# design 1

===== src/rtl/irq_sched_pkg.sv =====
// irq_sched_pkg: shared line indices, keyboard FSM encoding and counter width
package irq_sched_pkg;
  localparam int IRQ_TIMER = 0;
  localparam int IRQ_KB = 1;
  localparam int CNT_W = 32;
  typedef enum logic [2:0] {
    KB_IDLE   = 3'b001,
    KB_DELAY  = 3'b010,
    KB_REPEAT = 3'b100
  } kb_state_t;
endpackage


===== src/rtl/kb_typematic.sv =====
// kb_typematic: key-press detection with typematic delay/repeat, one-cycle kb_event
// Ports: clk, rst (sync, active-high), kb_ascii (0 = no key), kb_event (registered pulse),
// kb_code (ASCII latched at the last event).
module kb_typematic #(
  parameter int DELAY = 25000000,
  parameter int REPEAT = 12500000
) (
  input  logic       clk,
  input  logic       rst,
  input  logic [7:0] kb_ascii,
  output logic       kb_event,
  output logic [7:0] kb_code
);
  import irq_sched_pkg::*;
  kb_state_t r_state;
  logic [CNT_W-1:0] r_kcnt;
  logic [CNT_W-1:0] w_lim;
  logic r_event;
  logic [7:0] r_code;
  assign w_lim = (r_state == KB_DELAY) ? CNT_W'(DELAY) : CNT_W'(REPEAT);
  // Release beats a code change, which beats counter expiry.
  always_ff @(posedge clk) begin
    r_event <= 1'b0;
    if (rst) begin
      r_state <= KB_IDLE;
      r_kcnt <= CNT_W'(1);
      r_code <= 8'd0;
    end else if (r_state == KB_IDLE) begin
      if (kb_ascii != 8'd0) begin
        r_event <= 1'b1;
        r_code <= kb_ascii;
        r_kcnt <= CNT_W'(1);
        r_state <= KB_DELAY;
      end
    end else if (kb_ascii == 8'd0) begin
      r_state <= KB_IDLE;
    end else if (kb_ascii != r_code) begin
      r_event <= 1'b1;
      r_code <= kb_ascii;
      r_kcnt <= CNT_W'(1);
      r_state <= KB_DELAY;
    end else if (r_kcnt == w_lim) begin
      r_event <= 1'b1;
      r_kcnt <= CNT_W'(1);
      r_state <= KB_REPEAT;
    end else begin
      r_kcnt <= r_kcnt + CNT_W'(1);
    end
  end
  assign kb_event = r_event;
  assign kb_code = r_code;
endmodule


===== src/rtl/irq_scheduler.sv =====
// irq_scheduler: timer tick and keyboard interrupt generation, pending latches, priority, overrun count
// Ports: clk, rst (sync, active-high), irq_en (global enable), irq_ack[1:0] (per-line clear),
// kb_ascii (held key, 0 = none), irq_pins[1:0] (registered requests), irq_id (1 = keyboard pending),
// kb_code (last keyboard ASCII), ovf_cnt (saturating lost-event count).
// Optional macro IRQ_SCHED_MASK_EN adds irq_mask[1:0], gating pins and irq_id per line.
module irq_scheduler #(
  parameter int TIMER_PERIOD = 50000000,
  parameter int KB_DELAY = 25000000,
  parameter int KB_REPEAT = 12500000
) (
  input  logic       clk,
  input  logic       rst,
  input  logic       irq_en,
  input  logic [1:0] irq_ack,
`ifdef IRQ_SCHED_MASK_EN
  input  logic [1:0] irq_mask,
`endif
  input  logic [7:0] kb_ascii,
  output logic [1:0] irq_pins,
  output logic       irq_id,
  output logic [7:0] kb_code,
  output logic [7:0] ovf_cnt
);
  import irq_sched_pkg::*;
  logic [CNT_W-1:0] r_tcnt;
  logic [1:0] r_pend;
  logic [1:0] r_pins;
  logic [7:0] r_ovf;
  logic [1:0] w_mask;
  logic [1:0] w_ev;
  logic [1:0] w_lost;
  logic [8:0] w_sum;
  logic w_tev;
  logic w_kev;
`ifdef IRQ_SCHED_MASK_EN
  assign w_mask = irq_mask;
`else
  assign w_mask = 2'b00;
`endif
  kb_typematic #(.DELAY(KB_DELAY), .REPEAT(KB_REPEAT)) u_kb (
    .clk(clk),
    .rst(rst),
    .kb_ascii(kb_ascii),
    .kb_event(w_kev),
    .kb_code(kb_code)
  );
  assign w_tev = r_tcnt == CNT_W'(TIMER_PERIOD);
  assign w_ev[IRQ_TIMER] = w_tev;
  assign w_ev[IRQ_KB] = w_kev;
  // An event only counts as lost if the line is still pending and not being acked this cycle.
  assign w_lost = w_ev & r_pend & ~irq_ack;
  assign w_sum = {1'b0, r_ovf} + {8'd0, w_lost[0]} + {8'd0, w_lost[1]};
  always_ff @(posedge clk) begin
    if (rst) begin
      r_tcnt <= CNT_W'(1);
      r_pend <= 2'b00;
      r_pins <= 2'b00;
      r_ovf <= 8'd0;
    end else begin
      r_tcnt <= w_tev ? CNT_W'(1) : r_tcnt + CNT_W'(1);
      r_pend <= (r_pend & ~irq_ack) | w_ev;
      r_pins <= r_pend & {2{irq_en}} & ~w_mask;
      r_ovf <= w_sum[8] ? 8'hff : w_sum[7:0];
    end
  end
  assign irq_pins = r_pins;
  assign irq_id = r_pend[IRQ_KB] & ~w_mask[IRQ_KB];
  assign ovf_cnt = r_ovf;
endmodule

===== config.mk =====
export PLATFORM = sky130hd
export DESIGN_NAME = irq_scheduler
export DESIGN_NICKNAME = d
export VERILOG_FILES = /design/src/rtl/irq_sched_pkg.sv /design/src/rtl/kb_typematic.sv /design/src/rtl/irq_scheduler.sv
export SDC_FILE = /design/constraint.sdc
export NUM_CORES = 1
export LEC_CHECK = 0
export ABC_AREA = 0
export CORE_MARGIN = 10
export CORE_UTILIZATION = 25
export DETAILED_ROUTE_END_ITERATION = 16
export SLEW_MARGIN = 10
export SYNTH_ARGS = -nofsm -noshare
export SYNTH_HDL_FRONTEND = slang
export SYNTH_SLANG_ARGS = --single-unit

===== constraint.sdc =====
create_clock -name clk -period 2.5 [get_ports clk]
set_input_delay 0.5 -clock clk [delete_from_list [all_inputs] [get_ports clk]]
set_output_delay 0.5 -clock clk [all_outputs]
set_load 0.01 [all_outputs]

design_1/placed.png
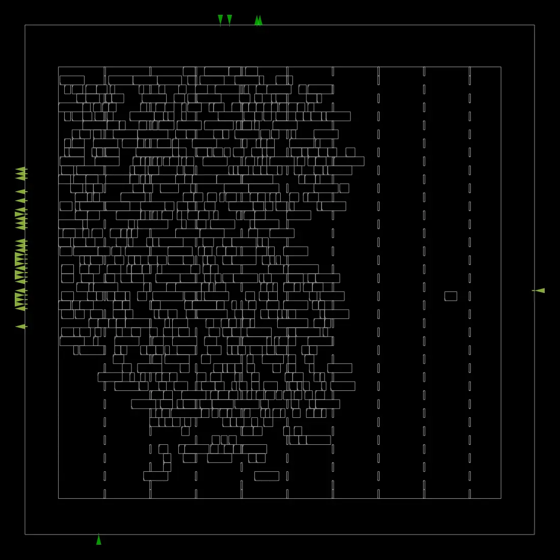
count of placed standard cells in the final layout, fillers left out: 832
Seq/total area: 0.302
layout sequential cell count: 88

design_1/m1.png
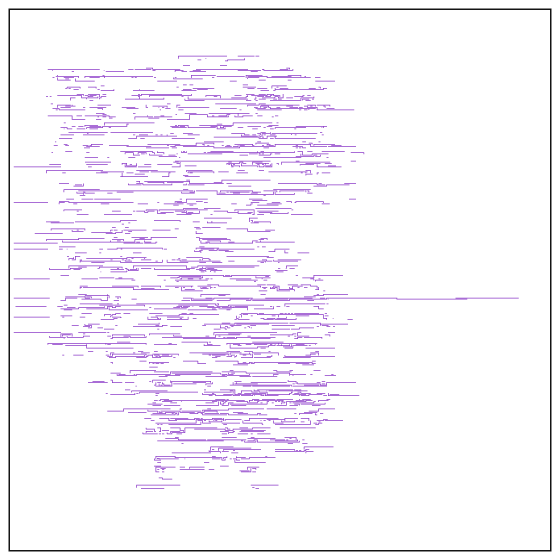
The wires run mostly horizontal. 584 nets have wire on it. The layer holds 49% of the routed length. The longest straight run is 32.7 µm. The layer carries 5,530 µm of wire.

design_1/ff_map.png
Other sequential cells in the stronger gray, the rest of the logic in the fainter gray.
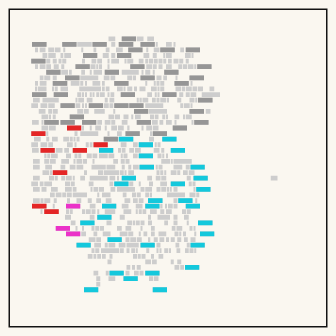
Red shows `u_kb.kb_code`, flops 8, where middle left. Cyan shows `u_kb.r_kcnt`, flops 32. Magenta shows `u_kb.r_state`, flops 3.
Another 45 sequential cells are not colored.

==> impl_metrics.py <==
# Generated from Yosys and OpenROAD reports
metrics = {
    "final_timing": {
        "final-max-slew-violation-count": 0,
        "setup-violations-final": 0,
        "max-slew-margin-rel": 0.662,
        "postLayoutSetupSlackWorst_ps": 90.6,
        "fmaxAchievable_mhz": 415,
        "whs_ps": 465,
    },
    "clocking": {
        "max-clock-path-buffers": 2,
        "cts-root-buf": "clkbuf_16",
        "post_cts_resize_count": 6,
        "htreeDepth": 3,
        "clock_latency_ps": 340,
    },
    "flow_run": {
        "max_cap_viol_count": 0,
    },
    "critical_path": {
        "critPathKind": "flip-flop to flip-flop",
        "critPathLaunch": "r_tcnt[17]",
        "setup.worst_path.end": "ovf_cnt[4]",
        "cp_num_cells": 11,
        "critPathMostFrequentCell": "nand4_1",
        "crit_path_top_delay_cell": "or3_4",
        "max_stage_delay_ps": 370,
        "crit_path_cell_trace": "nor4bb_4 -> buf_4 -> nand4_1 -> or3_4 -> nor2_4 -> fa_2 -> ha_1 -> and4_1 -> nand4_1 -> buf_6 -> a21oi_1",
        "critical_path_arrival_ps": 2680,
        "timing.reg2reg.setup_slack_ps": 90,
    },
    "power": {
        "switching_share": 0.233,
        "power.leakage_nw": 2.06,
        "p_total_w": 0.00298,
        "clockNetworkPower_w": 0.00139,
        "pg_comb_w": 0.000160,
        "power.largest_group": "sequential cells",
    },
    "logic_synthesis": {
        "floorplan.nets": 544,
        "netlist.top_cell.by_area": "dfxtp_1",
        "synthXorXnorAreaFrac": 0.0954,
        "logic_family": "simple AND/OR/NAND/NOR gates",
        "post_synth.cell_area_avg_um2": 8.57,
        "part_of_the_yosys_area_used_for_sequential_elements": 0.392,
        "async_reset_ff_frac": 0,
        "synth_largest_type_area_fraction": 0.392,
        "synthesis.instances": 525,
        "synthMuxAreaShare": 0.0134,
        "synthesis.yosys.warnings": 0,
    },
    "run_status": {
        "outcome": "complete, no violations",
    },
    "layout": {
        "area_growth_syn_to_layout_pct": 29.7,
        "logic_gates": 394,
        "ff_latch_area_um2": 1760,
        "largest_registers": "r_tcnt x32, u_kb.r_kcnt x32",
        "combGateArea_um2": 2600,
        "lay_top_count": "dfxtp_1",
        "share_of_the_core_filled_with_cells_in_the_final_layout": 0.334,
        "final-clk-cell-share": 0.0521,
        "biggest_cell_category_by_area_in_the_final_layout": "combinational gates",
        "drive_above_1_share": 0.180,
    },
    "floorplan": {
        "placement_rows": 48,
        "fp.dieW_um": 154,
        "io_pins": 32,
        "initial_core_util": 0.257,
        "fp.coreArea_um2": 17500,
    },
    "drt": {
        "top_metal_used": "met4",
        "routed_wirelength_mm": 11.3,
        "detailroute.wirelength.met2_mm": 4.93,
        "routedLengthMet1_mm": 5.53,
    },
    "placement": {
        "globalplace.congestion": 0.857,
        "place_ws_ps": -168,
        "portBuffers": 31,
        "area_of_placed_instances_um2": 5460,
    },
    "global_routing": {
        "busiest_layer": "met2",
        "grt_pass1_wl_mm": 19.4,
        "grt_pass1_vias": 3941,
    },
    "hold_path": {
        "worst_hold_path.num_cells": 2,
    },
}

# design 2

File: src/rtl/scmp_bus_seq.sv
// scmp_bus_seq - external bus cycle sequencer and multiprocessor bus arbiter
// for the SC/MP core.
//
// The microcode sequencer holds one cycle request. This block then does the
// following:
//   - wins the shared bus through the BREQ/ENIN/ENOUT daisy chain;
//   - runs the NADS -> NRDS/NWDS strobe sequence, stretched by NHOLD;
//   - returns read data;
//   - pulses cyc_done.
// The microcode is stalled for as long as a request is outstanding.
//
// state | meaning
// ------+------------------------------------------------------------------
// IDLE  | no cycle in progress; waiting for cyc_req
// ARB   | request latched; waiting for enin=1 and a quiet BREQ line
// ADDR  | bus owned; NADS low; address and flags on the bus
// DATA  | NRDS or NWDS low; minimum strobe time, then stretched by NHOLD
// REL   | strobes high and bus released; cyc_done high for one cycle
//
// Ports:
//   clk, rst                     clock, synchronous active-high reset
//   cyc_req/rd/wr/flg/addr/wdata request from the microcode sequencer
//   stall, cyc_done, rdata       status and read data returned to microcode
//   cyc_err                      sticky protocol/timeout error flag
//   breq_o, breq_i, enin, enout  multiprocessor arbitration chain
//   nads, nrds, nwds, nhold      bus strobes and wait request (active low)
//   a_o, d_o, d_oe, d_i          address and data bus
module scmp_bus_seq #(
  parameter int ADS_CYC  = 1,
  parameter int STB_CYC  = 2,
  parameter int HOLD_MAX = 255
) (
  input  logic        clk,
  input  logic        rst,
  input  logic        cyc_req,
  input  logic        cyc_rd,
  input  logic        cyc_wr,
  input  logic [3:0]  cyc_flg,
  input  logic [15:0] cyc_addr,
  input  logic [7:0]  cyc_wdata,
  output logic        stall,
  output logic        cyc_done,
  output logic [7:0]  rdata,
  output logic        cyc_err,
  output logic        breq_o,
  input  logic        breq_i,
  input  logic        enin,
  output logic        enout,
  output logic        nads,
  output logic        nrds,
  output logic        nwds,
  input  logic        nhold,
  output logic [15:0] a_o,
  output logic [7:0]  d_o,
  output logic        d_oe,
  input  logic [7:0]  d_i
);

  typedef enum logic [2:0] {IDLE, ARB, ADDR, DATA, REL} state_t;

  localparam int              HW      = (HOLD_MAX > 1) ? $clog2(HOLD_MAX + 1) : 1;
  localparam logic [2:0]      ADS_LD  = 3'(ADS_CYC - 1);
  localparam logic [2:0]      STB_LD  = 3'(STB_CYC - 1);
  localparam logic [HW-1:0]   HOLD_LD = HW'(HOLD_MAX);
  localparam bit              HOLD_EN = (HOLD_MAX != 0);

  state_t         state, state_nxt;
  logic [2:0]     tmr;          // ADDR / minimum-strobe down-counter
  logic [HW-1:0]  hold_tmr;     // remaining NHOLD extension budget
  logic           rd_l, wr_l;
  logic [3:0]     flg_l;
  logic [15:0]    addr_l;
  logic [7:0]     wdata_l;

  logic           stb_done, strobe_end, hold_abort, arb_win;

  assign arb_win    = enin & ~breq_i;
  assign stb_done   = (tmr == 3'd0);
  assign strobe_end = (state == DATA) & stb_done & nhold;
  // Timeout only fires while NHOLD is still low; a release on the same edge wins.
  assign hold_abort = HOLD_EN & (state == DATA) & stb_done & ~nhold & (hold_tmr == '0);

  always_ff @(posedge clk) begin
    if (rst) begin
      state    <= IDLE;
      tmr      <= '0;
      hold_tmr <= '0;
      rd_l     <= 1'b0;
      wr_l     <= 1'b0;
      flg_l    <= '0;
      addr_l   <= '0;
      wdata_l  <= '0;
      a_o      <= '0;
      rdata    <= '0;
      cyc_err  <= 1'b0;
    end else begin
      state <= state_nxt;
      case (state)
        IDLE: begin
          if (cyc_req) begin
            // Both rd and wr set degrades to a read.
            rd_l    <= cyc_rd;
            wr_l    <= cyc_wr & ~cyc_rd;
            flg_l   <= cyc_flg;
            addr_l  <= cyc_addr;
            wdata_l <= cyc_wdata;
            if (cyc_rd == cyc_wr) cyc_err <= 1'b1;
          end
        end
        ARB: begin
          if (arb_win) begin
            a_o <= addr_l;
            tmr <= ADS_LD;
          end
        end
        ADDR: begin
          if (stb_done) begin
            tmr      <= STB_LD;
            hold_tmr <= HOLD_LD;
          end else begin
            tmr <= tmr - 3'd1;
          end
        end
        DATA: begin
          if (!stb_done) begin
            tmr <= tmr - 3'd1;
          end else if (nhold) begin
            if (rd_l) rdata <= d_i;
          end else if (hold_abort) begin
            rdata   <= 8'hFF;
            cyc_err <= 1'b1;
          end else if (hold_tmr != '0) begin
            hold_tmr <= hold_tmr - 1'b1;
          end
        end
        default: ;
      endcase
    end
  end

  always_comb begin
    state_nxt = state;
    case (state)
      IDLE: if (cyc_req) state_nxt = (cyc_rd | cyc_wr) ? ARB : REL;
      ARB:  if (arb_win) state_nxt = ADDR;
      ADDR: if (stb_done) state_nxt = DATA;
      DATA: if (strobe_end | hold_abort) state_nxt = REL;
      REL:  state_nxt = IDLE;
      default: state_nxt = IDLE;
    endcase
  end

  always_comb begin
    nads     = 1'b1;
    nrds     = 1'b1;
    nwds     = 1'b1;
    breq_o   = 1'b0;
    d_oe     = 1'b0;
    d_o      = 8'h00;
    cyc_done = 1'b0;
    case (state)
      ADDR: begin
        nads   = 1'b0;
        breq_o = 1'b1;
        d_oe   = 1'b1;
        d_o    = {4'b0000, flg_l};
      end
      DATA: begin
        breq_o = 1'b1;
        nrds   = ~rd_l;
        nwds   = ~wr_l;
        d_oe   = wr_l;
        if (wr_l) d_o = wdata_l;
      end
      REL:  cyc_done = 1'b1;
      default: ;
    endcase
  end

  assign stall = cyc_req & ~cyc_done;
  assign enout = enin & ~breq_o & ~(state == ARB);

endmodule

File: config.mk
export PLATFORM = sky130hd
export DESIGN_NAME = scmp_bus_seq
export DESIGN_NICKNAME = d
export VERILOG_FILES = /design/src/rtl/scmp_bus_seq.sv
export SDC_FILE = /design/constraint.sdc
export NUM_CORES = 1
export LEC_CHECK = 0
export CORE_MARGIN = 8
export CORE_UTILIZATION = 45
export DETAILED_ROUTE_END_ITERATION = 6
export PLACE_DENSITY = 0.76
export SKIP_LAST_GASP = 1
export SYNTH_ARGS = -nofsm -noshare
export SYNTH_HDL_FRONTEND = slang
export SYNTH_SLANG_ARGS = --single-unit
File: constraint.sdc
create_clock -name clk -period 2.5 [get_ports clk]
set_input_delay 0.5 -clock clk [delete_from_list [all_inputs] [get_ports clk]]
set_output_delay 0.5 -clock clk [all_outputs]
set_load 0.01 [all_outputs]
design_2/ff_map.png
Other sequential cells in the stronger gray, the rest of the logic in the fainter gray.
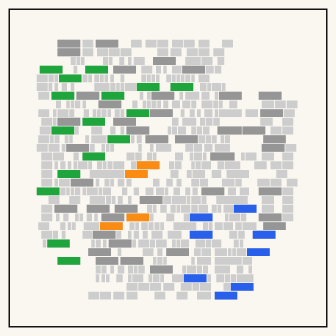
Blue shows `hold_tmr`, flops 8. Green shows `addr_l`, flops 16. Orange shows `flg_l`, flops 4, where center.
Another 41 sequential cells are not colored.

design_2/util_map.png
10 x 10 tiles, from white (low) to dark blue (high), 0 to 100% covered.
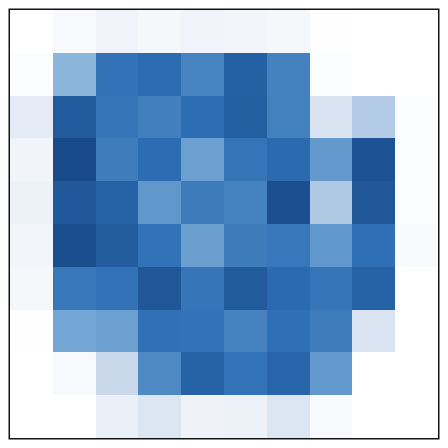
The emptiest ninth of the die: upper right. The densest ninth of the die: center. 20% of the tiles are nearly empty. 21% of the tiles are over 75% full.

==> impl_metrics.py <==
# Generated from Yosys and OpenROAD reports
metrics = {
    "layout": {
        "logic_gates": 269,
        "largest_registers": "a_o x16, addr_l x16",
        "final_cell_mix": "nand2_1, clkdlybuf4s50_1, dfxtp_1, a21oi_1, buf_4",
    },
    "final_timing": {
        "hold_viol_final": 0,
        "final-max-slew-violation-count": 0,
        "post-route-min-period_ps": 2390,
    },
    "floorplan": {
        "placement_rows": 30,
    },
    "logic_synthesis": {
        "async_reset_ff_frac": 0,
        "topCellsByArea": "dfxtp_1, nand2_1, a21oi_1, o221a_1, clkbuf_1",
        "ys_seq_elements": 69,
        "most_frequently_used_cell_type_in_the_post_synthesis_netlist": "nand2_1",
    },
    "drt": {
        "post_detailed_route_drc_marker_count": 0,
        "detailroute.via_count": 2886,
        "detailedRoute.firstIterationViolations": 110,
    },
    "clocking": {
        "tritoncts": "done",
        "post_cts_resize_count": 1,
        "total_setup_buffers_inserted_after_cts": 0,
        "max-clock-path-buffers": 2,
    },
    "flow_run": {
        "warnings": 29,
    },
    "critical_path": {
        "critPathKind": "flip-flop to output port",
        "worstSetupStartpointType": "flip-flop",
        "setup.worst_path.end": "d_o[2]",
    },
    "power": {
        "clockNetworkPower_w": 0.000945,
    },
    "run_status": {
        "outcome": "complete, no violations",
    },
    "hold_path": {
        "hold_start": "addr_l[10]",
    },
}
design_2/m2.png
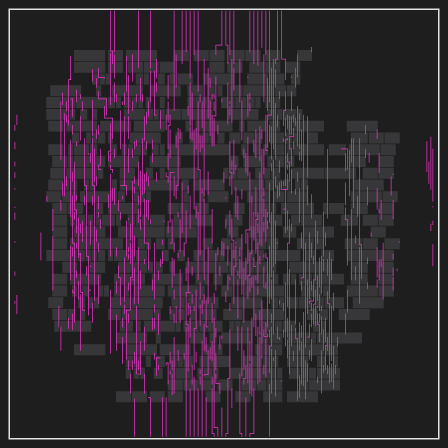
The longest straight run is 37.6 µm. The layer holds 48% of the routed length.


# design 3

## src/rtl/mem_port_arbiter.sv

```systemverilog
// Arbitrates a single-ported, fixed-latency memory between instruction fetch and load/store.
// Optional performance counters are enabled by defining ARB_PERF_EN.
module mem_port_arbiter #(
  parameter int ADDR_W       = 32,
  parameter int MEM_LATENCY  = 2,
  parameter int STARVE_LIMIT = 4
) (
  input  logic              clock,
  input  logic              reset,
  input  logic              if_req,
  input  logic [ADDR_W-1:0] if_addr,
  output logic [31:0]       if_rdata,
  output logic              if_ready,
  output logic              if_stall,
  input  logic              dm_req,
  input  logic              dm_we,
  input  logic [ADDR_W-1:0] dm_addr,
  input  logic [31:0]       dm_wdata,
  output logic [31:0]       dm_rdata,
  output logic              dm_ready,
  output logic              dm_stall,
  output logic              mem_en,
  output logic              mem_we,
  output logic [ADDR_W-1:0] mem_addr,
  output logic [31:0]       mem_wdata,
  input  logic [31:0]       mem_rdata
`ifdef ARB_PERF_EN
  ,
  output logic [31:0]       perf_if_grants,
  output logic [31:0]       perf_dm_grants,
  output logic [31:0]       perf_conflicts
`endif
);

  typedef enum logic [1:0] {
    ST_IDLE  = 2'd0,
    ST_ISSUE = 2'd1,
    ST_WAIT  = 2'd2,
    ST_RESP  = 2'd3
  } state_t;

  localparam logic [3:0] STARVE_MAX = 4'(STARVE_LIMIT);
  // WAIT spans MEM_LATENCY-1 cycles; the counter runs down to zero.
  localparam logic [3:0] LAT_LOAD   = 4'(MEM_LATENCY - 2);
  localparam logic       OWNER_IF   = 1'b0;
  localparam logic       OWNER_DM   = 1'b1;

  state_t              state_r;
  logic                owner_r;
  logic                txn_we_r;
  logic [3:0]          starve_cnt_r;
  logic [3:0]          lat_cnt_r;
  logic                mem_en_r;
  logic                mem_we_r;
  logic [ADDR_W-1:0]   mem_addr_r;
  logic [31:0]         mem_wdata_r;
  logic                if_ready_r;
  logic                dm_ready_r;

  logic                starve_hit_s;
  logic                grant_if_s;
  logic                grant_dm_s;
  logic                any_req_s;

  assign starve_hit_s = (starve_cnt_r == STARVE_MAX);
  assign any_req_s    = if_req | dm_req;

  // Fixed data priority, overridden once fetch has lost STARVE_LIMIT times in a row.
  always_comb begin
    grant_if_s = 1'b0;
    grant_dm_s = 1'b0;
    if (dm_req && !(if_req && starve_hit_s)) begin
      grant_dm_s = 1'b1;
    end else if (if_req) begin
      grant_if_s = 1'b1;
    end else begin
      grant_if_s = 1'b0;
    end
  end

  // Transaction sequencer: IDLE -> ISSUE -> WAIT* -> RESP -> IDLE.
  always_ff @(posedge clock or negedge reset) begin
    if (!reset) begin
      state_r      <= ST_IDLE;
      owner_r      <= OWNER_IF;
      txn_we_r     <= 1'b0;
      starve_cnt_r <= 4'd0;
      lat_cnt_r    <= 4'd0;
      mem_en_r     <= 1'b0;
      mem_we_r     <= 1'b0;
      mem_addr_r   <= {ADDR_W{1'b0}};
      mem_wdata_r  <= 32'h0;
      if_ready_r   <= 1'b0;
      dm_ready_r   <= 1'b0;
    end else begin
      case (state_r)
        ST_IDLE: begin
          if_ready_r <= 1'b0;
          dm_ready_r <= 1'b0;
          if (any_req_s) begin
            state_r  <= ST_ISSUE;
            mem_en_r <= 1'b1;
            if (grant_dm_s) begin
              owner_r     <= OWNER_DM;
              txn_we_r    <= dm_we;
              mem_we_r    <= dm_we;
              mem_addr_r  <= dm_addr;
              mem_wdata_r <= dm_wdata;
              if (if_req && !starve_hit_s) begin
                starve_cnt_r <= starve_cnt_r + 4'd1;
              end else begin
                starve_cnt_r <= starve_cnt_r;
              end
            end else begin
              owner_r      <= OWNER_IF;
              txn_we_r     <= 1'b0;
              mem_we_r     <= 1'b0;
              mem_addr_r   <= if_addr;
              mem_wdata_r  <= 32'h0;
              starve_cnt_r <= 4'd0;
            end
          end else begin
            state_r  <= ST_IDLE;
            mem_en_r <= 1'b0;
            mem_we_r <= 1'b0;
          end
        end
        ST_ISSUE: begin
          mem_en_r <= 1'b0;
          mem_we_r <= 1'b0;
          if (MEM_LATENCY > 1) begin
            state_r   <= ST_WAIT;
            lat_cnt_r <= LAT_LOAD;
          end else begin
            state_r    <= ST_RESP;
            if_ready_r <= (owner_r == OWNER_IF);
            dm_ready_r <= (owner_r == OWNER_DM);
          end
        end
        ST_WAIT: begin
          if (lat_cnt_r == 4'd0) begin
            state_r    <= ST_RESP;
            if_ready_r <= (owner_r == OWNER_IF);
            dm_ready_r <= (owner_r == OWNER_DM);
          end else begin
            lat_cnt_r <= lat_cnt_r - 4'd1;
          end
        end
        ST_RESP: begin
          state_r    <= ST_IDLE;
          if_ready_r <= 1'b0;
          dm_ready_r <= 1'b0;
        end
        default: begin
          state_r    <= ST_IDLE;
          mem_en_r   <= 1'b0;
          mem_we_r   <= 1'b0;
          if_ready_r <= 1'b0;
          dm_ready_r <= 1'b0;
        end
      endcase
    end
  end

  // Read data is only visible to the owner while its ready pulse is high; stores return zero.
  always_comb begin
    if_rdata = 32'h0;
    dm_rdata = 32'h0;
    if (if_ready_r) begin
      if_rdata = mem_rdata;
    end else begin
      if_rdata = 32'h0;
    end
    if (dm_ready_r && !txn_we_r) begin
      dm_rdata = mem_rdata;
    end else begin
      dm_rdata = 32'h0;
    end
  end

  assign if_ready  = if_ready_r;
  assign dm_ready  = dm_ready_r;
  assign if_stall  = if_req & ~if_ready_r;
  assign dm_stall  = dm_req & ~dm_ready_r;
  assign mem_en    = mem_en_r;
  assign mem_we    = mem_we_r;
  assign mem_addr  = mem_addr_r;
  assign mem_wdata = mem_wdata_r;

`ifdef ARB_PERF_EN
  logic [31:0] perf_if_grants_r;
  logic [31:0] perf_dm_grants_r;
  logic [31:0] perf_conflicts_r;
  logic        in_idle_s;

  assign in_idle_s = (state_r == ST_IDLE);

  // Free-running grant and conflict counters, wrapping naturally at 32 bits.
  always_ff @(posedge clock or negedge reset) begin
    if (!reset) begin
      perf_if_grants_r <= 32'h0;
      perf_dm_grants_r <= 32'h0;
      perf_conflicts_r <= 32'h0;
    end else begin
      if (in_idle_s && grant_if_s) begin
        perf_if_grants_r <= perf_if_grants_r + 32'd1;
      end else begin
        perf_if_grants_r <= perf_if_grants_r;
      end
      if (in_idle_s && grant_dm_s) begin
        perf_dm_grants_r <= perf_dm_grants_r + 32'd1;
      end else begin
        perf_dm_grants_r <= perf_dm_grants_r;
      end
      if (in_idle_s && if_req && dm_req) begin
        perf_conflicts_r <= perf_conflicts_r + 32'd1;
      end else begin
        perf_conflicts_r <= perf_conflicts_r;
      end
    end
  end

  assign perf_if_grants = perf_if_grants_r;
  assign perf_dm_grants = perf_dm_grants_r;
  assign perf_conflicts = perf_conflicts_r;
`endif

endmodule

```

## config.mk

```make
export PLATFORM = sky130hd
export DESIGN_NAME = mem_port_arbiter
export DESIGN_NICKNAME = d
export VERILOG_FILES = /design/src/rtl/mem_port_arbiter.sv
export SDC_FILE = /design/constraint.sdc
export NUM_CORES = 1
export LEC_CHECK = 0
export CAP_MARGIN = 40
export CORE_AREA = 2 2 106 108
export CTS_CLUSTER_DIAMETER = 40
export CTS_CLUSTER_SIZE = 12
export DETAILED_ROUTE_END_ITERATION = 10
export DIE_AREA = 0 0 108 110
export PLACE_DENSITY = 0.95
export SLEW_MARGIN = 40
export SYNTH_ARGS = -nofsm -noshare
export SYNTH_HDL_FRONTEND = slang
export SYNTH_SLANG_ARGS = --single-unit
```

## constraint.sdc

```tcl
create_clock -name clock -period 5.2 [get_ports clock]
set_clock_uncertainty 0.2 [all_clocks]
set_input_delay 1.3 -clock clock [delete_from_list [all_inputs] [get_ports clock]]
set_output_delay 1.3 -clock clock [all_outputs]
set_load 0.02 [all_outputs]
```

design_3/m2.png
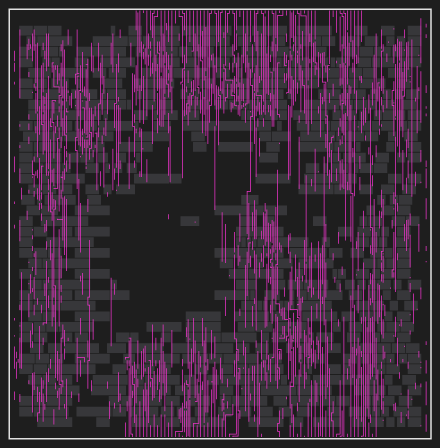
The layer carries 6,900 µm of wire. The layer holds 50% of the routed length.

==> impl_metrics.py <==
# Generated from Yosys and OpenROAD reports
metrics = {
    "final_timing": {
        "whs_ps": 281,
        "max-slew-margin-rel": 0.520,
        "final-max-slew-violation-count": 0,
        "hold_viol_final": 0,
        "worstMarginPinSlew_ps": 720,
    },
    "floorplan": {
        "fp.dieH_um": 110,
        "io_pins": 267,
        "placement_rows": 38,
    },
    "logic_synthesis": {
        "synthMuxAreaShare": 0.0200,
        "ys_sh_aoi": 0.179,
        "ys_seq_elements": 80,
        "enable_flop_cells": 0,
        "post_synth_instance_area_um2": 4190,
        "post_synth.cell_area_avg_um2": 10.1,
        "synth.yosys.chip_area_um2": 4190,
        "netlist.top_cell.by_area": "dfrtp_1",
        "synth_largest_type_area_fraction": 0.478,
        "synthesis.yosys.warnings": 0,
        "synthXorXnorAreaFrac": 0.00209,
        "netlist_top_cells_count": "dfrtp_1, nand2_1, and2_1",
    },
    "power": {
        "power.net_switching_w": 0.00152,
        "power.largest_group": "combinational logic",
        "seq_power_w": 0.00108,
        "p_int_w": 0.00213,
    },
    "critical_path": {
        "critPathKind": "primary input to output port",
        "cp_data_required_time_ps": 3700,
        "setup.worst_path.end": "if_stall",
        "crit_path_top_delay_cell": "clkdlybuf4s50_1",
        "critPathLaunch": "if_req",
        "worst_path_dominant_cell_family": "buffers and inverters",
        "worstSetupStartpointType": "primary input",
        "crit_path_cell_trace": "clkdlybuf4s50_1 -> nor2b_1 -> clkdlybuf4s50_1",
        "worst-path-max-fanout": 9,
        "reg2reg_from": "state_r[1]",
        "worst_r2r_endpoint": "mem_wdata[4]",
        "timing.reg2reg.setup_slack_ps": 2770,
    },
    "clocking": {
        "cts_made_buffers": 9,
        "max-clock-path-buffers": 2,
        "cts-hold-fix-buffers": 0,
        "htreeDepth": 3,
    },
    "hold_path": {
        "hold_start": "txn_we_r",
        "worst_hold_path.num_cells": 2,
    },
    "layout": {
        "final-clk-cell-share": 0.0259,
        "finalNonFillerCells": 806,
        "biggest_cell_category_by_area_in_the_final_layout": "non-clock buffers",
        "layout.buffer.nonclock.area_share": 0.385,
        "logic_gates": 287,
        "share_of_the_core_filled_with_cells_in_the_final_layout": 0.664,
    },
    "global_routing": {
        "groute.layer.met2.usage": 0.389,
        "globalRouteMet1Util": 0.252,
        "grt.overflow.total": 0,
        "grt_util_all_layers": 0.223,
        "grt_pass1_vias": 4189,
    },
    "placement": {
        "globalplace.congestion": 0.857,
        "portBuffers": 266,
        "placed_wire_length_estimate_mm": 10.4,
    },
    "run_status": {
        "outcome": "complete, no violations",
    },
    "drt": {
        "detailroute.wirelength.met3_mm": 1.20,
        "detailroute.via_count": 4134,
        "top_metal_used": "met4",
        "wire_per_inst_um": 17.0,
        "post_detailed_route_drc_marker_count": 0,
        "routed_wirelength_mm": 13.7,
        "routedLengthMet1_mm": 5.19,
    },
    "flow_run": {
        "warnings": 31,
        "max_cap_viol_count": 0,
    },
}
design_3/m1.png
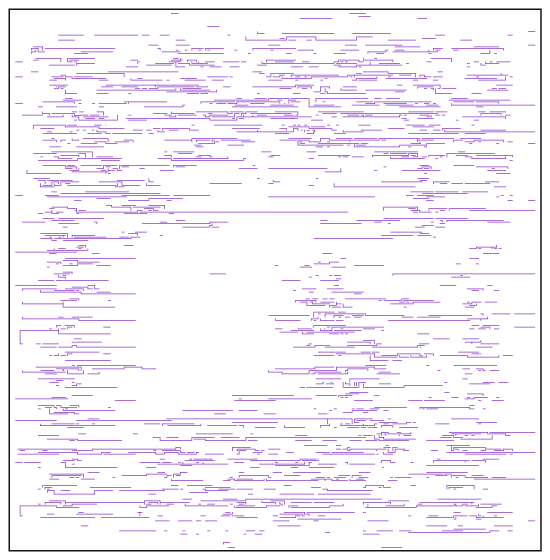
The wires run mostly horizontal. The layer carries 5,190 µm of wire. The layer holds 38% of the routed length. 637 nets have wire on it.


# design 4

design_4/util_map.png
11 x 11 tiles, from white (low) to dark blue (high), 0 to 100% covered.
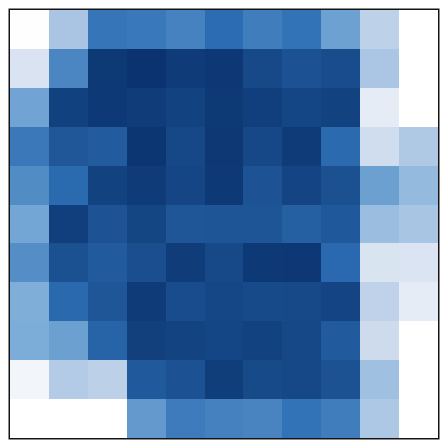
$ cat src/rtl/lpc_periph_mw.sv
// LPC peripheral decoding I/O and memory read/write cycles against NUM_WIN base/mask
// windows and forwarding hits to a backend over a req/ready handshake with long-wait SYNC.
//
// state   | meaning
// IDLE    | waiting for START (LFRAME# low, LAD=0)
// CYCTYPE | sampling cycle type and direction
// ADDR    | shifting in address nibbles, MSB first
// WDATA   | shifting in write data, low nibble first
// TARH1   | host turnaround 1, backend request strobe
// TARH2   | host turnaround 2, first clock ready_i is honoured
// SYNC    | driving long-wait (6), ready (0) or error (A)
// PDATA   | driving read data, low nibble then high nibble
// TARP1   | driving F before releasing LAD
// TARP2   | LAD released, back to IDLE
module lpc_periph_mw #(
    parameter int                    NUM_WIN  = 2,
    parameter logic [NUM_WIN*32-1:0] WIN_BASE = {32'h0000_0F00, 32'h0000_0080},
    parameter logic [NUM_WIN*32-1:0] WIN_MASK = {32'h0000_FFF0, 32'h0000_FFFF},
    parameter logic [NUM_WIN-1:0]    WIN_MEM  = 2'b00,
    parameter int                    MAX_WAIT = 16
) (
    input  logic        clk_i,
    input  logic        nrst_i,
    input  logic        lframe_i,
    input  logic [3:0]  lad_i,
    output logic [3:0]  lad_o,
    output logic        lad_oe_o,
    output logic        req_o,
    output logic        wr_o,
    output logic        mem_o,
    output logic [31:0] addr_o,
    output logic [7:0]  wdata_o,
    output logic [2:0]  win_o,
    input  logic        ready_i,
    input  logic [7:0]  rdata_i,
    output logic        err_o,
    output logic [3:0]  state_o
);

    typedef enum logic [3:0] {
        S_IDLE    = 4'd0,
        S_CYCTYPE = 4'd1,
        S_ADDR    = 4'd2,
        S_WDATA   = 4'd3,
        S_TARH1   = 4'd4,
        S_TARH2   = 4'd5,
        S_SYNC    = 4'd6,
        S_PDATA   = 4'd7,
        S_TARP1   = 4'd8,
        S_TARP2   = 4'd9
    } state_t;

    localparam logic [7:0] WAIT_LIMIT = 8'(MAX_WAIT);
    localparam logic [3:0] SYNC_READY = 4'h0;
    localparam logic [3:0] SYNC_LWAIT = 4'h6;
    localparam logic [3:0] SYNC_ERR   = 4'hA;

    state_t      state_q, state_d;
    logic [2:0]  nib_q, nib_d;
    logic        cyc_wr_q, cyc_wr_d;
    logic        cyc_mem_q, cyc_mem_d;
    logic [31:0] addr_sh_q, addr_sh_d;
    logic [3:0]  wd_lo_q, wd_lo_d;
    logic [2:0]  hit_win_q, hit_win_d;
    logic [7:0]  wait_q, wait_d;
    logic [7:0]  rdata_q, rdata_d;
    logic [3:0]  lad_q, lad_d;
    logic        lad_oe_q, lad_oe_d;
    logic        req_q, req_d;
    logic        err_q, err_d;
    logic        wr_q, wr_d;
    logic        mem_q, mem_d;
    logic [31:0] addr_q, addr_d;
    logic [7:0]  wdata_q, wdata_d;
    logic [2:0]  win_q, win_d;

    logic [31:0] addr_full;
    logic        hit;
    logic [2:0]  hit_idx;

    // Shift register is cleared at CYCTYPE, so I/O addresses come out zero-extended.
    assign addr_full = {addr_sh_q[27:0], lad_i};

    always_comb begin
        hit     = 1'b0;
        hit_idx = 3'd0;
        for (int n = NUM_WIN - 1; n >= 0; n--) begin
            if ((WIN_MEM[n] == cyc_mem_q) &&
                (((addr_full ^ WIN_BASE[32*n +: 32]) & WIN_MASK[32*n +: 32]) == 32'd0)) begin
                hit     = 1'b1;
                hit_idx = 3'(n);
            end
        end
    end

    always_comb begin
        state_d   = state_q;
        nib_d     = nib_q;
        cyc_wr_d  = cyc_wr_q;
        cyc_mem_d = cyc_mem_q;
        addr_sh_d = addr_sh_q;
        wd_lo_d   = wd_lo_q;
        hit_win_d = hit_win_q;
        wait_d    = wait_q;
        rdata_d   = rdata_q;
        lad_d     = lad_q;
        lad_oe_d  = lad_oe_q;
        req_d     = 1'b0;
        err_d     = 1'b0;
        wr_d      = wr_q;
        mem_d     = mem_q;
        addr_d    = addr_q;
        wdata_d   = wdata_q;
        win_d     = win_q;

        if (!lframe_i) begin
            lad_oe_d = 1'b0;
            lad_d    = 4'hF;
            state_d  = (lad_i == 4'h0) ? S_CYCTYPE : S_IDLE;
        end else begin
            unique case (state_q)
                S_IDLE: ;
                S_CYCTYPE: begin
                    if (!lad_i[3]) begin
                        cyc_wr_d  = lad_i[1];
                        cyc_mem_d = lad_i[2];
                        nib_d     = lad_i[2] ? 3'd7 : 3'd3;
                        addr_sh_d = 32'd0;
                        wait_d    = 8'd0;
                        state_d   = S_ADDR;
                    end else begin
                        state_d = S_IDLE;
                    end
                end
                S_ADDR: begin
                    addr_sh_d = addr_full;
                    if (nib_q != 3'd0) begin
                        nib_d = nib_q - 3'd1;
                    end else if (!hit) begin
                        state_d = S_IDLE;
                    end else if (cyc_wr_q) begin
                        hit_win_d = hit_idx;
                        nib_d     = 3'd1;
                        state_d   = S_WDATA;
                    end else begin
                        req_d   = 1'b1;
                        wr_d    = 1'b0;
                        mem_d   = cyc_mem_q;
                        addr_d  = addr_full;
                        win_d   = hit_idx;
                        state_d = S_TARH1;
                    end
                end
                S_WDATA: begin
                    if (nib_q != 3'd0) begin
                        wd_lo_d = lad_i;
                        nib_d   = 3'd0;
                    end else begin
                        req_d   = 1'b1;
                        wr_d    = 1'b1;
                        mem_d   = cyc_mem_q;
                        addr_d  = addr_sh_q;
                        win_d   = hit_win_q;
                        wdata_d = {lad_i, wd_lo_q};
                        state_d = S_TARH1;
                    end
                end
                S_TARH1: state_d = S_TARH2;
                S_TARH2: begin
                    state_d  = S_SYNC;
                    lad_oe_d = 1'b1;
                    if (ready_i) begin
                        rdata_d = rdata_i;
                        lad_d   = SYNC_READY;
                    end else begin
                        lad_d  = SYNC_LWAIT;
                        wait_d = 8'd1;
                    end
                end
                S_SYNC: begin
                    // Only a long-wait SYNC is followed by another SYNC clock.
                    if (lad_q == SYNC_LWAIT) begin
                        if (ready_i) begin
                            rdata_d = rdata_i;
                            lad_d   = SYNC_READY;
                        end else if (wait_q == WAIT_LIMIT) begin
                            rdata_d = 8'hFF;
                            lad_d   = SYNC_ERR;
                            err_d   = 1'b1;
                        end else begin
                            wait_d = wait_q + 8'd1;
                        end
                    end else if (cyc_wr_q) begin
                        lad_d   = 4'hF;
                        state_d = S_TARP1;
                    end else begin
                        lad_d   = rdata_q[3:0];
                        nib_d   = 3'd1;
                        state_d = S_PDATA;
                    end
                end
                S_PDATA: begin
                    if (nib_q != 3'd0) begin
                        lad_d = rdata_q[7:4];
                        nib_d = 3'd0;
                    end else begin
                        lad_d   = 4'hF;
                        state_d = S_TARP1;
                    end
                end
                S_TARP1: begin
                    lad_oe_d = 1'b0;
                    lad_d    = 4'hF;
                    state_d  = S_TARP2;
                end
                S_TARP2: state_d = S_IDLE;
                default: begin
                    lad_oe_d = 1'b0;
                    lad_d    = 4'hF;
                    state_d  = S_IDLE;
                end
            endcase
        end
    end

    always_ff @(posedge clk_i or negedge nrst_i) begin
        if (!nrst_i) begin
            state_q   <= S_IDLE;
            nib_q     <= 3'd0;
            cyc_wr_q  <= 1'b0;
            cyc_mem_q <= 1'b0;
            addr_sh_q <= 32'd0;
            wd_lo_q   <= 4'd0;
            hit_win_q <= 3'd0;
            wait_q    <= 8'd0;
            rdata_q   <= 8'd0;
            lad_q     <= 4'hF;
            lad_oe_q  <= 1'b0;
            req_q     <= 1'b0;
            err_q     <= 1'b0;
            wr_q      <= 1'b0;
            mem_q     <= 1'b0;
            addr_q    <= 32'd0;
            wdata_q   <= 8'd0;
            win_q     <= 3'd0;
        end else begin
            state_q   <= state_d;
            nib_q     <= nib_d;
            cyc_wr_q  <= cyc_wr_d;
            cyc_mem_q <= cyc_mem_d;
            addr_sh_q <= addr_sh_d;
            wd_lo_q   <= wd_lo_d;
            hit_win_q <= hit_win_d;
            wait_q    <= wait_d;
            rdata_q   <= rdata_d;
            lad_q     <= lad_d;
            lad_oe_q  <= lad_oe_d;
            req_q     <= req_d;
            err_q     <= err_d;
            wr_q      <= wr_d;
            mem_q     <= mem_d;
            addr_q    <= addr_d;
            wdata_q   <= wdata_d;
            win_q     <= win_d;
        end
    end

    assign lad_o    = lad_q;
    assign lad_oe_o = lad_oe_q;
    assign req_o    = req_q;
    assign err_o    = err_q;
    assign wr_o     = wr_q;
    assign mem_o    = mem_q;
    assign addr_o   = addr_q;
    assign wdata_o  = wdata_q;
    assign win_o    = win_q;
    assign state_o  = state_q;

endmodule

$ cat config.mk
export PLATFORM = sky130hd
export DESIGN_NAME = lpc_periph_mw
export DESIGN_NICKNAME = d
export VERILOG_FILES = /design/src/rtl/lpc_periph_mw.sv
export SDC_FILE = /design/constraint.sdc
export NUM_CORES = 1
export LEC_CHECK = 0
export CAP_MARGIN = 0
export CORE_MARGIN = 2
export CORE_UTILIZATION = 45
export DETAILED_ROUTE_END_ITERATION = 10
export PLACE_DENSITY = 0.8
export SLEW_MARGIN = 0
export SYNTH_ARGS = -nofsm -noshare
export SYNTH_HDL_FRONTEND = slang
export SYNTH_SLANG_ARGS = --single-unit
$ cat constraint.sdc
create_clock -name clk_i -period 2.01 [get_ports clk_i]
set_clock_uncertainty 0.2 [all_clocks]
set_input_delay 0.603 -clock clk_i [delete_from_list [all_inputs] [get_ports clk_i]]
set_output_delay 0.603 -clock clk_i [all_outputs]
set_load 0.1 [all_outputs]
==> impl_metrics.py <==
# Generated from Yosys and OpenROAD reports
metrics = {
    "drt": {
        "post_detailed_route_drc_marker_count": 1,
        "viasPerCell": 6.02,
    },
    "global_routing": {
        "grt_max_degree": 82,
        "grt_pass1_wl_mm": 26.1,
        "grt_util_all_layers": 0.260,
        "globalRouteMet1Util": 0.346,
        "globalRouteMet3Util": 0.0409,
    },
    "run_status": {
        "outcome": "finished, violations left",
        "failing_checks": "DRC, setup timing",
    },
    "floorplan": {
        "fp.dieW_um": 114,
    },
    "final_timing": {
        "setup-violations-final": 79,
        "postLayoutSetupSlackWorst_ps": -269,
    },
    "layout": {
        "ff_latch_area_um2": 2840,
        "comb_area_share": 0.322,
        "logic_gates": 298,
        "final_cell_mix": "dfrtp_1, buf_4, buf_12, mux2_2, mux2_4",
        "final_cell_area_um2": 8830,
        "drive_above_1_share": 0.577,
    },
    "logic_synthesis": {
        "ys_seq_elements": 112,
        "async_reset_ff_frac": 1.00,
        "synthXorXnorAreaFrac": 0.00161,
    },
    "critical_path": {
        "element_type_at_the_critical_path_end": "flip-flop",
        "worst-path-buf-inv": 2,
    },
    "power": {
        "power.net_switching_w": 0.00125,
        "clockNetworkPower_w": 0.00193,
    },
    "placement": {
        "portBuffers": 69,
    },
}
About design_4/util_map.png:
The fullest tile reaches 99%. The mean over all tiles is 67%. 57% of the tiles are over 75% full. 8.3% of the tiles are nearly empty.


# design 5

File: config.mk
export PLATFORM = sky130hd
export DESIGN_NAME = instr_boot_loader
export DESIGN_NICKNAME = d
export VERILOG_FILES = /design/src/rtl/instr_boot_loader.sv
export SDC_FILE = /design/constraint.sdc
export NUM_CORES = 1
export LEC_CHECK = 0
export ABC_AREA = 0
export CAP_MARGIN = 20
export CORE_ASPECT_RATIO = 0.6
export CORE_MARGIN = 8
export CORE_UTILIZATION = 49
export CTS_CLUSTER_DIAMETER = 60
export CTS_CLUSTER_SIZE = 16
export DETAILED_ROUTE_END_ITERATION = 12
export GPL_TIMING_DRIVEN = 0
export PLACE_DENSITY = 0.85
export SYNTH_ARGS = -nofsm -noshare
export SYNTH_HDL_FRONTEND = slang
export SYNTH_SLANG_ARGS = --single-unit
File: constraint.sdc
create_clock -name bl_clk -period 5 [get_ports bl_clk]
set_input_delay 0.5 -clock bl_clk [delete_from_list [all_inputs] [get_ports bl_clk]]
set_output_delay 0.5 -clock bl_clk [all_outputs]
set_load 0.005 [all_outputs]
File: src/rtl/instr_boot_loader.sv
// Boot-time loader: holds the core in reset, pulls the program from the instruction
// transmitter and writes it word by word into instruction memory, then releases the core.
module instr_boot_loader #(
    parameter int IWIDTH  = 32,
    parameter int DEPTH   = 64,
    parameter int AWIDTH  = 6,
    parameter int TIMEOUT = 16
) (
    input  logic              bl_clk,
    input  logic              bl_rst,
    input  logic              bl_i_start,
    output logic              bl_o_syn,
    input  logic [IWIDTH-1:0] bl_i_instr,
    input  logic              bl_i_ack,
    input  logic              bl_i_last,
    output logic              bl_o_we,
    output logic [AWIDTH-1:0] bl_o_waddr,
    output logic [IWIDTH-1:0] bl_o_wdata,
    output logic              bl_o_core_rst,
    output logic              bl_o_busy,
    output logic              bl_o_done,
    output logic              bl_o_err,
    output logic [AWIDTH:0]   bl_o_count
);

    localparam int TWIDTH = (TIMEOUT > 1) ? $clog2(TIMEOUT) : 1;
    localparam logic [AWIDTH-1:0] LAST_ADDR = AWIDTH'(DEPTH - 1);
    localparam logic [AWIDTH:0]   MAX_COUNT = (AWIDTH + 1)'(DEPTH);
    localparam logic [TWIDTH-1:0] TIMER_MAX = TWIDTH'(TIMEOUT - 1);

    typedef enum logic [1:0] {
        ST_IDLE,
        ST_LOAD,
        ST_DONE,
        ST_ERR
    } state_t;

    state_t              state;
    logic [AWIDTH-1:0]   waddr_q;
    logic [AWIDTH:0]     count_q;
    logic [TWIDTH-1:0]   timer_q;
    logic                we_q;
    logic [AWIDTH-1:0]   waddr_out_q;
    logic [IWIDTH-1:0]   wdata_q;
    logic                core_rst_q;
    logic                busy_q;
    logic                done_q;
    logic                err_q;

    // Sync drops in the same cycle the last word is presented so the transmitter
    // never advances past the end of the program.
    assign bl_o_syn = (state == ST_LOAD) & ~(bl_i_ack & bl_i_last);

    always_ff @(posedge bl_clk or negedge bl_rst) begin
        if (!bl_rst) begin
            state       <= ST_IDLE;
            waddr_q     <= '0;
            count_q     <= '0;
            timer_q     <= '0;
            we_q        <= 1'b0;
            waddr_out_q <= '0;
            wdata_q     <= '0;
            core_rst_q  <= 1'b0;
            busy_q      <= 1'b0;
            done_q      <= 1'b0;
            err_q       <= 1'b0;
        end else begin
            we_q <= 1'b0;
            if (bl_i_start && (state != ST_LOAD)) begin
                state      <= ST_LOAD;
                waddr_q    <= '0;
                count_q    <= '0;
                timer_q    <= '0;
                core_rst_q <= 1'b0;
                busy_q     <= 1'b1;
                done_q     <= 1'b0;
                err_q      <= 1'b0;
            end else begin
                case (state)
                    ST_LOAD: begin
                        if (bl_i_ack) begin
                            we_q        <= 1'b1;
                            waddr_out_q <= waddr_q;
                            wdata_q     <= bl_i_instr;
                            timer_q     <= '0;
                            if (count_q != MAX_COUNT) begin
                                count_q <= count_q + 1'b1;
                            end
                            // Ack beats timeout; last beats overflow.
                            if (bl_i_last) begin
                                state  <= ST_DONE;
                                busy_q <= 1'b0;
                                done_q <= 1'b1;
                            end else if (waddr_q == LAST_ADDR) begin
                                state  <= ST_ERR;
                                busy_q <= 1'b0;
                                err_q  <= 1'b1;
                            end else begin
                                waddr_q <= waddr_q + 1'b1;
                            end
                        end else if (timer_q == TIMER_MAX) begin
                            state  <= ST_ERR;
                            busy_q <= 1'b0;
                            err_q  <= 1'b1;
                        end else begin
                            timer_q <= timer_q + 1'b1;
                        end
                    end
                    ST_DONE: begin
                        core_rst_q <= 1'b1;
                    end
                    default: begin
                    end
                endcase
            end
        end
    end

    assign bl_o_we       = we_q;
    assign bl_o_waddr    = waddr_out_q;
    assign bl_o_wdata    = wdata_q;
    assign bl_o_core_rst = core_rst_q;
    assign bl_o_busy     = busy_q;
    assign bl_o_done     = done_q;
    assign bl_o_err      = err_q;
    assign bl_o_count    = count_q;

endmodule

design_5/ff_map.png
Other sequential cells in the stronger gray, the rest of the logic in the fainter gray.
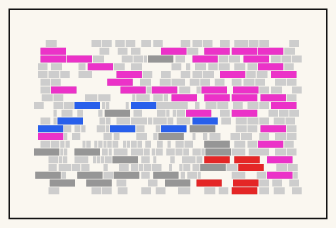
Red shows `bl_o_waddr`, flops 6, where lower right. Blue shows `bl_o_count`, flops 7. Magenta shows `bl_o_wdata`, flops 32.
Another 17 sequential cells are not colored.

design_5/m2.png
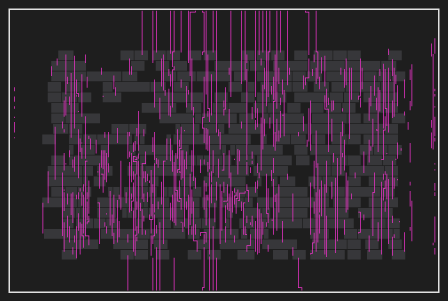
304 nets have wire on it. The layer carries 2,870 µm of wire. The longest straight run is 31.4 µm.

==> impl_metrics.py <==
# Generated from Yosys and OpenROAD reports
metrics = {
    "run_status": {
        "outcome": "complete, no violations",
    },
    "clocking": {
        "clock_sink_count": 62,
        "clkTransAtPathRegs_ps": 70,
    },
    "layout": {
        "nets": 344,
        "final_cell_area_um2": 3830,
        "flop-count": 62,
        "layout.buffer.nonclock.area_share": 0.242,
        "number_of_flip_flops_under_the_largest_register_name": 32,
    },
    "logic_synthesis": {
        "ys_sh_aoi": 0.0807,
        "topCellsByArea": "dfrtp_1, mux2_2, ha_1, nor2_1, a22o_1",
        "part_of_the_yosys_area_used_for_sequential_elements": 0.585,
        "netlist_top_cells_count": "dfrtp_1, mux2_2, nor2_1",
        "synth.cellmix.simpleShare": 0.0915,
        "synthesis.instances": 204,
        "logic_family": "multiplexers",
        "synthMuxAreaShare": 0.177,
    },
    "power": {
        "seq_power_w": 0.000719,
        "comb_pwr_share": 0.322,
        "clockNetworkPower_w": 0.000451,
        "part_of_the_total_power_dissipated_in_the_clock_network": 0.262,
        "ir_worst_vdd_mv": 0.241,
        "power.net_switching_w": 0.000470,
        "pg_comb_w": 0.000554,
        "p_total_w": 0.00172,
    },
    "placement": {
        "portBuffers": 87,
        "globalplace.congestion": 0.785,
    },
    "critical_path": {
        "crit_path_cell_trace": "nand2b_1 -> buf_2 -> a21oi_1 -> clkdlybuf4s50_1",
        "critPathLaunch": "state[1]",
        "crit_path_top_delay_cell": "clkdlybuf4s50_1",
        "critical_path_arrival_ps": 1810,
        "worst_path_dominant_cell_family": "buffers and inverters",
        "timing.reg2reg.setup_slack_ps": 3210,
        "max_stage_delay_ps": 520,
        "worstSetupStartpointType": "flip-flop",
    },
    "global_routing": {
        "globalRouteMet1Util": 0.214,
        "groute.layer.met2.usage": 0.247,
    },
    "final_timing": {
        "max-slew-margin-rel": 0.486,
        "post-route-min-period_ps": 2310,
        "whs_ps": 233,
        "final-max-slew-violation-count": 0,
        "period_used_share": 0.461,
    },
    "drt": {
        "wire_per_inst_um": 17.1,
        "pre_repair_dr_iteration_count": 4,
        "detailroute.wirelength.met2_mm": 2.87,
        "detailroute.wirelength.met3_um": 533,
        "routedLengthMet1_mm": 2.95,
    },
    "hold_path": {
        "hold_removal_path_class": "primary input to async pin",
    },
    "floorplan": {
        "fp.dieW_um": 111,
    },
    "flow_run": {
        "max_cap_viol_count": 0,
    },
}


==> gallery <==
Local utilization.
Plate I
11 x 7 tiles, from white (low) to dark blue (high), 0 to 100% covered.
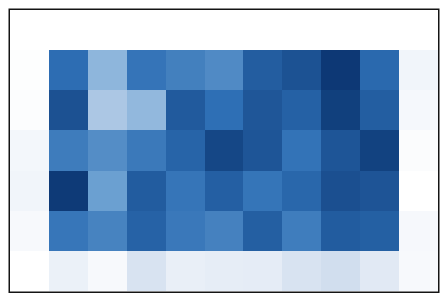
Plate II
11 x 11 tiles, from white (low) to dark blue (high), 0 to 100% covered.
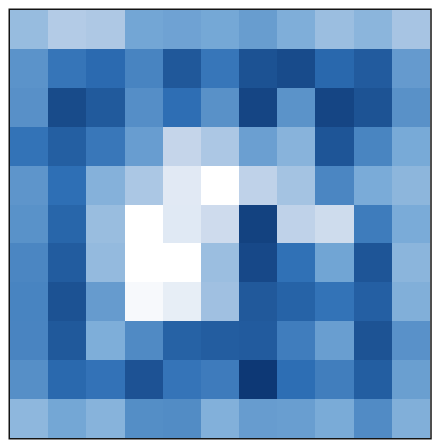
Plate III
15 x 15 tiles, from white (low) to dark blue (high), 0 to 100% covered.
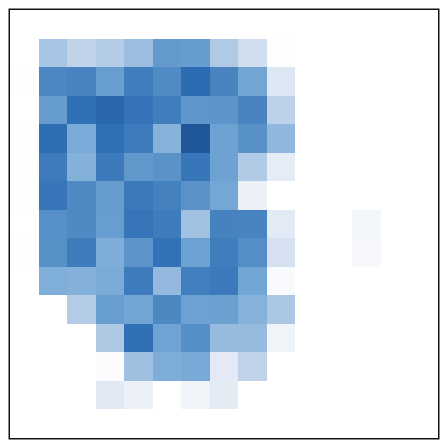
The one with the lowest utilization is Plate III.
Plate III is design 1.
Plate I is design 5.
Plate II is design 3.

Power is estimated from default activity; no workload was simulated.
